######## design 1 ########
design_1/met2.png
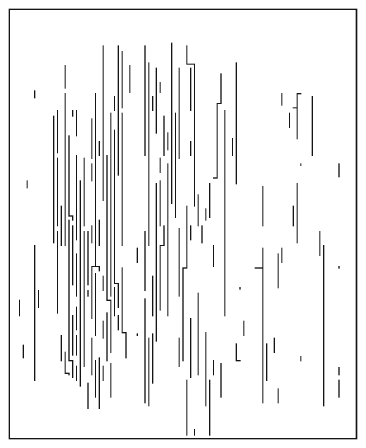

### src/rtl/thread_timer.sv
// thread_timer: barrel-thread issue scheduler with a writeback-aligned id delay line.
// Optional per-thread issue counters when THREAD_TIMER_PERF_EN is defined.
//   clk, rst        : core clock, async active-low reset
//   thread_active   : per-thread run enable
//   issue_stall     : hold the current issue slot
//   flush           : kill all in-flight writeback slots
//   issue_valid     : thread_rs_id is issuing/holding
//   thread_rs_id    : operand-read thread id
//   wb_valid        : writeback slot is live
//   thread_rd_id    : write-port thread id
//   perf_sel/count  : (THREAD_TIMER_PERF_EN) counter select / value
module thread_timer #(
  parameter  int NUM_THREADS = 4,
  parameter  int WB_LATENCY  = 3,
  localparam int TID_W       = $clog2(NUM_THREADS)
) (
  input  logic                   clk,
  input  logic                   rst,
  input  logic [NUM_THREADS-1:0] thread_active,
  input  logic                   issue_stall,
  input  logic                   flush,
  output logic                   issue_valid,
  output logic [TID_W-1:0]       thread_rs_id,
  output logic                   wb_valid,
  output logic [TID_W-1:0]       thread_rd_id
`ifdef THREAD_TIMER_PERF_EN
  ,
  input  logic [TID_W-1:0]       perf_sel,
  output logic [31:0]            perf_count
`endif
);

  logic             hold;
  logic             issue_ev;
  logic [TID_W-1:0] base;
  logic [TID_W-1:0] cand;
  logic [TID_W-1:0] winner;
  logic             found;

  logic [WB_LATENCY-1:0] vld;
  logic [TID_W-1:0]      ids [WB_LATENCY];

  assign hold     = issue_valid & issue_stall;
  assign issue_ev = issue_valid & ~issue_stall;

  // Round-robin search starting after the current thread;
  // id arithmetic wraps for free since NUM_THREADS is 2^TID_W.
  always_comb begin
    base   = issue_valid ? thread_rs_id + TID_W'(1) : '0;
    cand   = '0;
    winner = thread_rs_id;
    found  = 1'b0;
    for (int i = 0; i < NUM_THREADS; i++) begin
      cand = base + TID_W'(i);
      if (!found && thread_active[cand]) begin
        found  = 1'b1;
        winner = cand;
      end
    end
  end

  always_ff @(posedge clk or negedge rst) begin
    if (!rst) begin
      issue_valid  <= 1'b0;
      thread_rs_id <= '0;
    end else if (!hold) begin
      issue_valid <= found;
      if (found) thread_rs_id <= winner;
    end
  end

  // Ids shift unconditionally so thread_rd_id never goes X;
  // only the valids are cleared by flush.
  always_ff @(posedge clk or negedge rst) begin
    if (!rst) begin
      vld <= '0;
      for (int k = 0; k < WB_LATENCY; k++) ids[k] <= '0;
    end else begin
      vld[0] <= issue_ev & ~flush;
      ids[0] <= thread_rs_id;
      for (int k = 1; k < WB_LATENCY; k++) begin
        vld[k] <= vld[k-1] & ~flush;
        ids[k] <= ids[k-1];
      end
    end
  end

  assign wb_valid     = vld[WB_LATENCY-1];
  assign thread_rd_id = ids[WB_LATENCY-1];

`ifdef THREAD_TIMER_PERF_EN
  logic [31:0] perf_cnt [NUM_THREADS];

  always_ff @(posedge clk or negedge rst) begin
    if (!rst) begin
      for (int t = 0; t < NUM_THREADS; t++) perf_cnt[t] <= '0;
    end else if (issue_ev) begin
      perf_cnt[thread_rs_id] <= perf_cnt[thread_rs_id] + 32'd1;
    end
  end

  assign perf_count = perf_cnt[perf_sel];
`else
  // No per-thread issue counters in this build.
`endif

endmodule

### config.mk
export PLATFORM = sky130hd
export DESIGN_NAME = thread_timer
export DESIGN_NICKNAME = d
export VERILOG_FILES = /design/src/rtl/thread_timer.sv
export SDC_FILE = /design/constraint.sdc
export NUM_CORES = 1
export LEC_CHECK = 0
export CELL_PAD_IN_SITES_DETAIL_PLACEMENT = 1
export CELL_PAD_IN_SITES_GLOBAL_PLACEMENT = 1
export CORE_ASPECT_RATIO = 1.25
export CORE_UTILIZATION = 38
export CTS_CLUSTER_DIAMETER = 150
export DETAILED_ROUTE_END_ITERATION = 10
export PLACE_DENSITY_LB_ADDON = 0.25
export SETUP_SLACK_MARGIN = 0.15
export SLEW_MARGIN = 30
export SYNTH_ARGS = -nofsm -noshare
export SYNTH_HDL_FRONTEND = slang
export SYNTH_SLANG_ARGS = --single-unit
### constraint.sdc
create_clock -name clk -period 2.2 [get_ports clk]
set_input_delay 0.22 -clock clk [delete_from_list [all_inputs] [get_ports clk]]
set_output_delay 0.22 -clock clk [all_outputs]
set_load 0.005 [all_outputs]
######## design 2 ########
[config.mk]
export PLATFORM = sky130hd
export DESIGN_NAME = uart_tx_frame
export DESIGN_NICKNAME = d
export VERILOG_FILES = /design/src/rtl/uart_tx_frame.sv
export SDC_FILE = /design/constraint.sdc
export NUM_CORES = 1
export LEC_CHECK = 0
export ABC_CLOCK_PERIOD_IN_PS = 6600
export CAP_MARGIN = 20
export CORE_ASPECT_RATIO = 1.25
export CORE_MARGIN = 1
export CORE_UTILIZATION = 55
export CTS_CLUSTER_DIAMETER = 100
export CTS_CLUSTER_SIZE = 20
export DETAILED_ROUTE_END_ITERATION = 7
export PLACE_DENSITY = 0.78
export SYNTH_ARGS = -nofsm -noshare
export SYNTH_HDL_FRONTEND = slang
export SYNTH_SLANG_ARGS = --single-unit
[constraint.sdc]
create_clock -name clck -period 6.6 [get_ports clck]
set_input_delay 1.32 -clock clck [delete_from_list [all_inputs] [get_ports clck]]
set_output_delay 1.32 -clock clck [all_outputs]
set_load 0.005 [all_outputs]
[src/rtl/uart_tx_frame.sv]
// UART transmit framer: start bit, DATA_WIDTH data bits LSB-first, optional parity, stop bit(s).
// Define UART_TX_TWO_STOP_EN to send two stop bits instead of one.
module uart_tx_frame #(
  parameter int DATA_WIDTH   = 8,
  parameter int CLKS_PER_BIT = 1
) (
  input  logic                  clck,
  input  logic                  rst,
  input  logic [DATA_WIDTH-1:0] p_data,
  input  logic                  data_valid,
  input  logic                  par_en,
  input  logic                  par_typ,
  output logic                  tx_out,
  output logic                  busy,
  output logic                  frame_done,
  output logic [2:0]            dbg_state
);

  localparam int BIT_W = (DATA_WIDTH > 1) ? $clog2(DATA_WIDTH) : 1;
  localparam logic [BIT_W-1:0] LAST_BIT = BIT_W'(DATA_WIDTH - 1);
  localparam logic [15:0] BAUD_MAX = 16'(CLKS_PER_BIT - 1);
`ifdef UART_TX_TWO_STOP_EN
  localparam logic LAST_STOP = 1'b1;
`else
  localparam logic LAST_STOP = 1'b0;
`endif

  typedef enum logic [2:0] {
    S_IDLE   = 3'd0,
    S_START  = 3'd1,
    S_DATA   = 3'd2,
    S_PARITY = 3'd3,
    S_STOP   = 3'd4
  } state_t;

  state_t                state_q, state_d;
  logic [15:0]           baud_q, baud_d;
  logic [BIT_W-1:0]      bit_q, bit_d;
  logic [DATA_WIDTH-1:0] shift_q, shift_d;
  logic                  par_bit_q, par_bit_d;
  logic                  par_en_q, par_en_d;
  logic                  stop_q, stop_d;
  logic                  tx_q, tx_d;
  logic                  busy_q, busy_d;
  logic                  done_q, done_d;
  logic                  wrap;

  assign wrap = (baud_q == BAUD_MAX);

  // Next-state logic; outputs are derived from the next state so they are registered
  // and line up with the state they describe.
  always_comb begin
    state_d   = state_q;
    baud_d    = baud_q;
    bit_d     = bit_q;
    shift_d   = shift_q;
    par_bit_d = par_bit_q;
    par_en_d  = par_en_q;
    stop_d    = stop_q;

    if (state_q != S_IDLE) begin
      baud_d = wrap ? 16'd0 : baud_q + 16'd1;
    end

    case (state_q)
      S_IDLE: begin
        baud_d = 16'd0;
        bit_d  = '0;
        stop_d = 1'b0;
        if (data_valid) begin
          state_d   = S_START;
          shift_d   = p_data;
          par_bit_d = par_typ ? ~^p_data : ^p_data;
          par_en_d  = par_en;
        end
      end
      S_START: begin
        if (wrap) begin
          state_d = S_DATA;
          bit_d   = '0;
        end
      end
      S_DATA: begin
        if (wrap) begin
          if (bit_q == LAST_BIT) begin
            state_d = par_en_q ? S_PARITY : S_STOP;
            stop_d  = 1'b0;
          end else begin
            bit_d   = bit_q + 1'b1;
            shift_d = shift_q >> 1;
          end
        end
      end
      S_PARITY: begin
        if (wrap) begin
          state_d = S_STOP;
          stop_d  = 1'b0;
        end
      end
      S_STOP: begin
        if (wrap) begin
          if (stop_q == LAST_STOP) begin
            state_d = S_IDLE;
          end else begin
            stop_d = 1'b1;
          end
        end
      end
      default: state_d = S_IDLE;
    endcase

    case (state_d)
      S_START:  tx_d = 1'b0;
      S_DATA:   tx_d = shift_d[0];
      S_PARITY: tx_d = par_bit_d;
      default:  tx_d = 1'b1;
    endcase
    busy_d = (state_d != S_IDLE);
    done_d = (state_d == S_STOP) && (baud_d == BAUD_MAX) && (stop_d == LAST_STOP);
  end

  always_ff @(posedge clck) begin
    if (rst) begin
      state_q   <= S_IDLE;
      baud_q    <= 16'd0;
      bit_q     <= '0;
      shift_q   <= '0;
      par_bit_q <= 1'b0;
      par_en_q  <= 1'b0;
      stop_q    <= 1'b0;
      tx_q      <= 1'b1;
      busy_q    <= 1'b0;
      done_q    <= 1'b0;
    end else begin
      state_q   <= state_d;
      baud_q    <= baud_d;
      bit_q     <= bit_d;
      shift_q   <= shift_d;
      par_bit_q <= par_bit_d;
      par_en_q  <= par_en_d;
      stop_q    <= stop_d;
      tx_q      <= tx_d;
      busy_q    <= busy_d;
      done_q    <= done_d;
    end
  end

  assign tx_out     = tx_q;
  assign busy       = busy_q;
  assign frame_done = done_q;
  assign dbg_state  = state_q;

endmodule
design_1/drive_strength.png
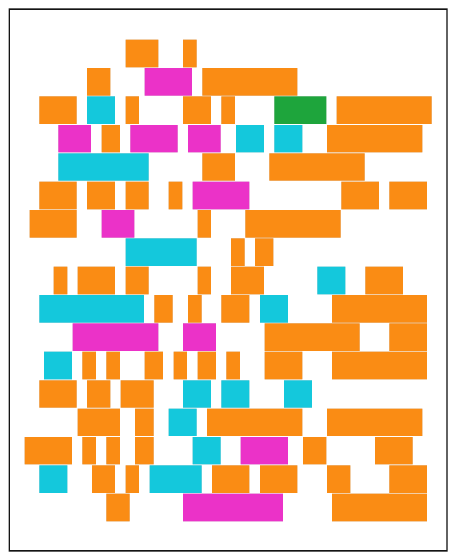
size	colour	cells	share
drive 6 and up	green	1	1.1%
drive 2	magenta	10	11%
drive 1 or less	orange	65	71%
drive 3 to 4	cyan	16	17%

About design_1/met2.png:
longest straight run	24.8 um
nets with wire on the layer	89
share of all routed wire	54%
main direction	vertical
wire length on this layer	909 um

==> run notes, design 1 <==
yosys + openroad results -> largest net degree at the start of global routing 16, P_int 715 uW, Final Wtd Congestion 0.755, Die X 41.8 um, Setup TNS 0 ns, total of clock buffers placed in the layout 4, total routed wirelength 1680 um, peak supply drop 0.538 mV, CTS sink count 12, Worst Tran Pin Value 0.516 ns, final setup vio count 0, Cells after Synth 73, die area 2170 um^2, Post-Syn Area 753 um^2, post-CTS sizing 1, Seq/Total Area, Yosys 0.399, cell taking the most area after synthesis dfrtp_1, dpl ws -0.0260 ns, CP bufs+invs 1, flop count 12, post-CTS setup buffer count 0, clock tree buffer depth 2, net switching power 396 uW, number of vias per cell 5.62, CP max-delay cell dfrtp_2, Yosys cell types 38, biggest registers after layout ids x4, vld x3, clock slew at reported path FFs 0.07 ns, wire length per cell 15.1 um, fin crit share 0.875, Slew Viols, Final 0, Post-synth EDFFs 0, fmax 0.519 GHz, Synth async-reset ratio 1.00, Crit Path Category register to register, Fillers 209, crit start category register, Largest cells by area dfrtp_1 40%, nor2_1 3.5%, nor2b_1 3.3%, Area leader share 0.399, met2 Resource Use GR 0.328, relative max-transition margin 0.655, Inserted Diodes 0, status finished, final reports clean, Top Layout Cells 11 x dfrtp_1, 11 x clkdlybuf4s50_1, 9 x buf_4, 7 x nor2_1, 6 x nand2_1, Net Count, Synth 81, met2 routed WL 909 um, antenna violations before repair 0, global route overflow 0, pwr dens 1120 nW/um^2, crit path max fanout 14, clock root cell clkbuf_4, hold_ws 0.293 ns, Setup Skew 0.00498 ns, combinational share of cell area 0.420, CTS Buf Count 3, Top reg by flops ids, DP Cell Count 105, die y size 51.8 um, Layout non-clock buf frac 0.204, drt initial violations 3, Hold Buf Count CTS 0, Yosys chip area 753 um^2, max cap viols 0, highest routing layer actually used met4, clock network power 167 uW, M3 GR Usage 0.00347, stage-log warning count 26, HP Class input pin to async pin, fraction of layout cells with a size suffix above 1 0.293, Logic power comb 600 uW
==> design 1: cells by family after synthesis <==
logic type	after synthesis	share of synthesized area
compound gates	19	0.218
xor+xnor	1	0.0116
mux	1	0.0299
simple gates	30	0.254
flops	12	0.399
buf+inv	10	0.0880
==> design 1: final timing paths <==
check	from	to	depth (start not counted)
max in group asynchronous	rst	issue_valid	1
worst min register to register	ids[4]	ids[2]	0
worst max register to register	issue_valid	thread_rs_id[1]	7
min in group clk	ids[4]	ids[2]	0
worst min-delay path	rst	vld[2]	1
worst max-delay path	issue_valid	thread_rs_id[1]	7
design_2/gate_families.png
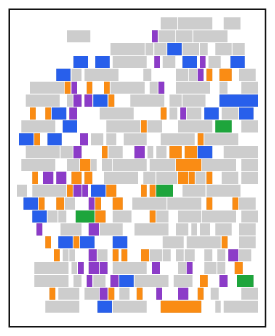
family	colour	cells
NOR gates	orange	49
NAND gates	purple	33
multiplexers	green	4
XOR/XNOR gates	blue	23

==> run notes, design 2 <==
yosys + openroad results -> critical path capture point type register, crit-path leading delay family simple AND/OR/NAND/NOR gates, clock power share 0.359, Logic cell area 1050 um^2, yosys stat cell total 217, status finished, final reports clean, clock network power 162 uW, Finished Cell Area 2130 um^2, Via Count 1,510, Total Power 452 uW, launch point of the worst hold path shift_q[2], mi-comb count 163, Synth async-reset ratio 0, Largest register FFs 16, Post-Syn Area 1840 um^2, Syn-to-layout area delta 15.4%, Cell Chain, Critical Path or4_1, or4_4, nor4b_4, nor2_1, a21oi_2, a311oi_2, depth of the worst hold-timing path 2, most frequent logic cell in the layout dfxtp_1, Post-synth EDFFs 0, area occupied by registers 721 um^2, I/O pins 19, die area 3590 um^2, RSZ-0062 raised after global routing no, Seq pwr share 0.511, Repair and plain buffers 19, Fillers 282, Tmin final 2.87 ns, number of vias per cell 5.59, CP max-delay cell nor4b_4, count leader, synth dfxtp_1, highest routing layer actually used met4, Total GRT Usage 0.224, Largest cells by area dfxtp_1 39%, nor2_1 6.7%, xnor2_1 5.2%, Worst Tran Pin Value 0.698 ns, DR WL met3 91 um, total routed wirelength 3470 um, first-pass GRT wire length 5780 um, vias in the first global route 1,369, site row count 23, RR Startpoint baud_q[6], Final Hold Vio Count 0, Hold Buf Count CTS 0, hold path endpoint shift_q[2], CTS Buf Count 5, max incr delay on CP 0.63 ns, nonclk inv count 7, post-CTS setup buffer count 0, GR Util met1 0.258, GR peak layer met2, dominant kind of cell combinational gates, Leakage Power 0.000780 uW, combinational group share of total power 0.130, switching part of the total 0.240, total of clock buffers placed in the layout 7, fin crit share 0.435, Levels on crit path 6, drt initial violations 29, dpl cell area 2030 um^2, CTS sink count 36
==> design 2: cells by family (layout without fill, tap and decap cells) <==
| kind of cell | Yosys count | after routing | synth area share |
|---|---|---|---|
| buffers and inverters | 18 | 34 | 0.0380 |
| and+or+nand+nor | 92 | 92 | 0.256 |
| AOI/OAI and AO/OA | 40 | 40 | 0.149 |
| xor gates and xnor gates | 23 | 23 | 0.117 |
| muxes | 4 | 4 | 0.0224 |
| DFF | 36 | 36 | 0.391 |
| adders and majority gates | 4 | 4 | 0.0271 |

==> gallery <==
Cell classes on the final placement.
(a)
The bar under the picture is 20 um long. Fill, decap, tap and diode cells in grey.
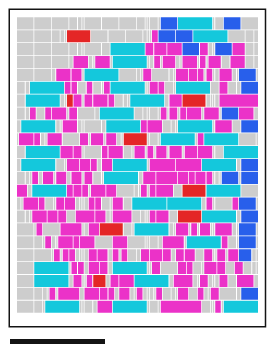
(b)
The bar under the picture is 10 um long. Fill, decap, tap and diode cells in grey.
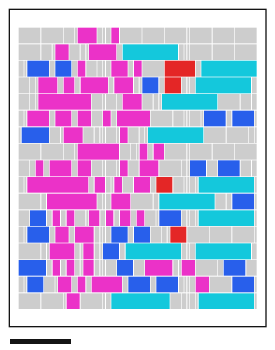
(a) comes from design 2.
(b) comes from design 1.
Of these, most sequential cells: (a)
Of these, most cells: (a)


Power and IR drop assume default switching activity.
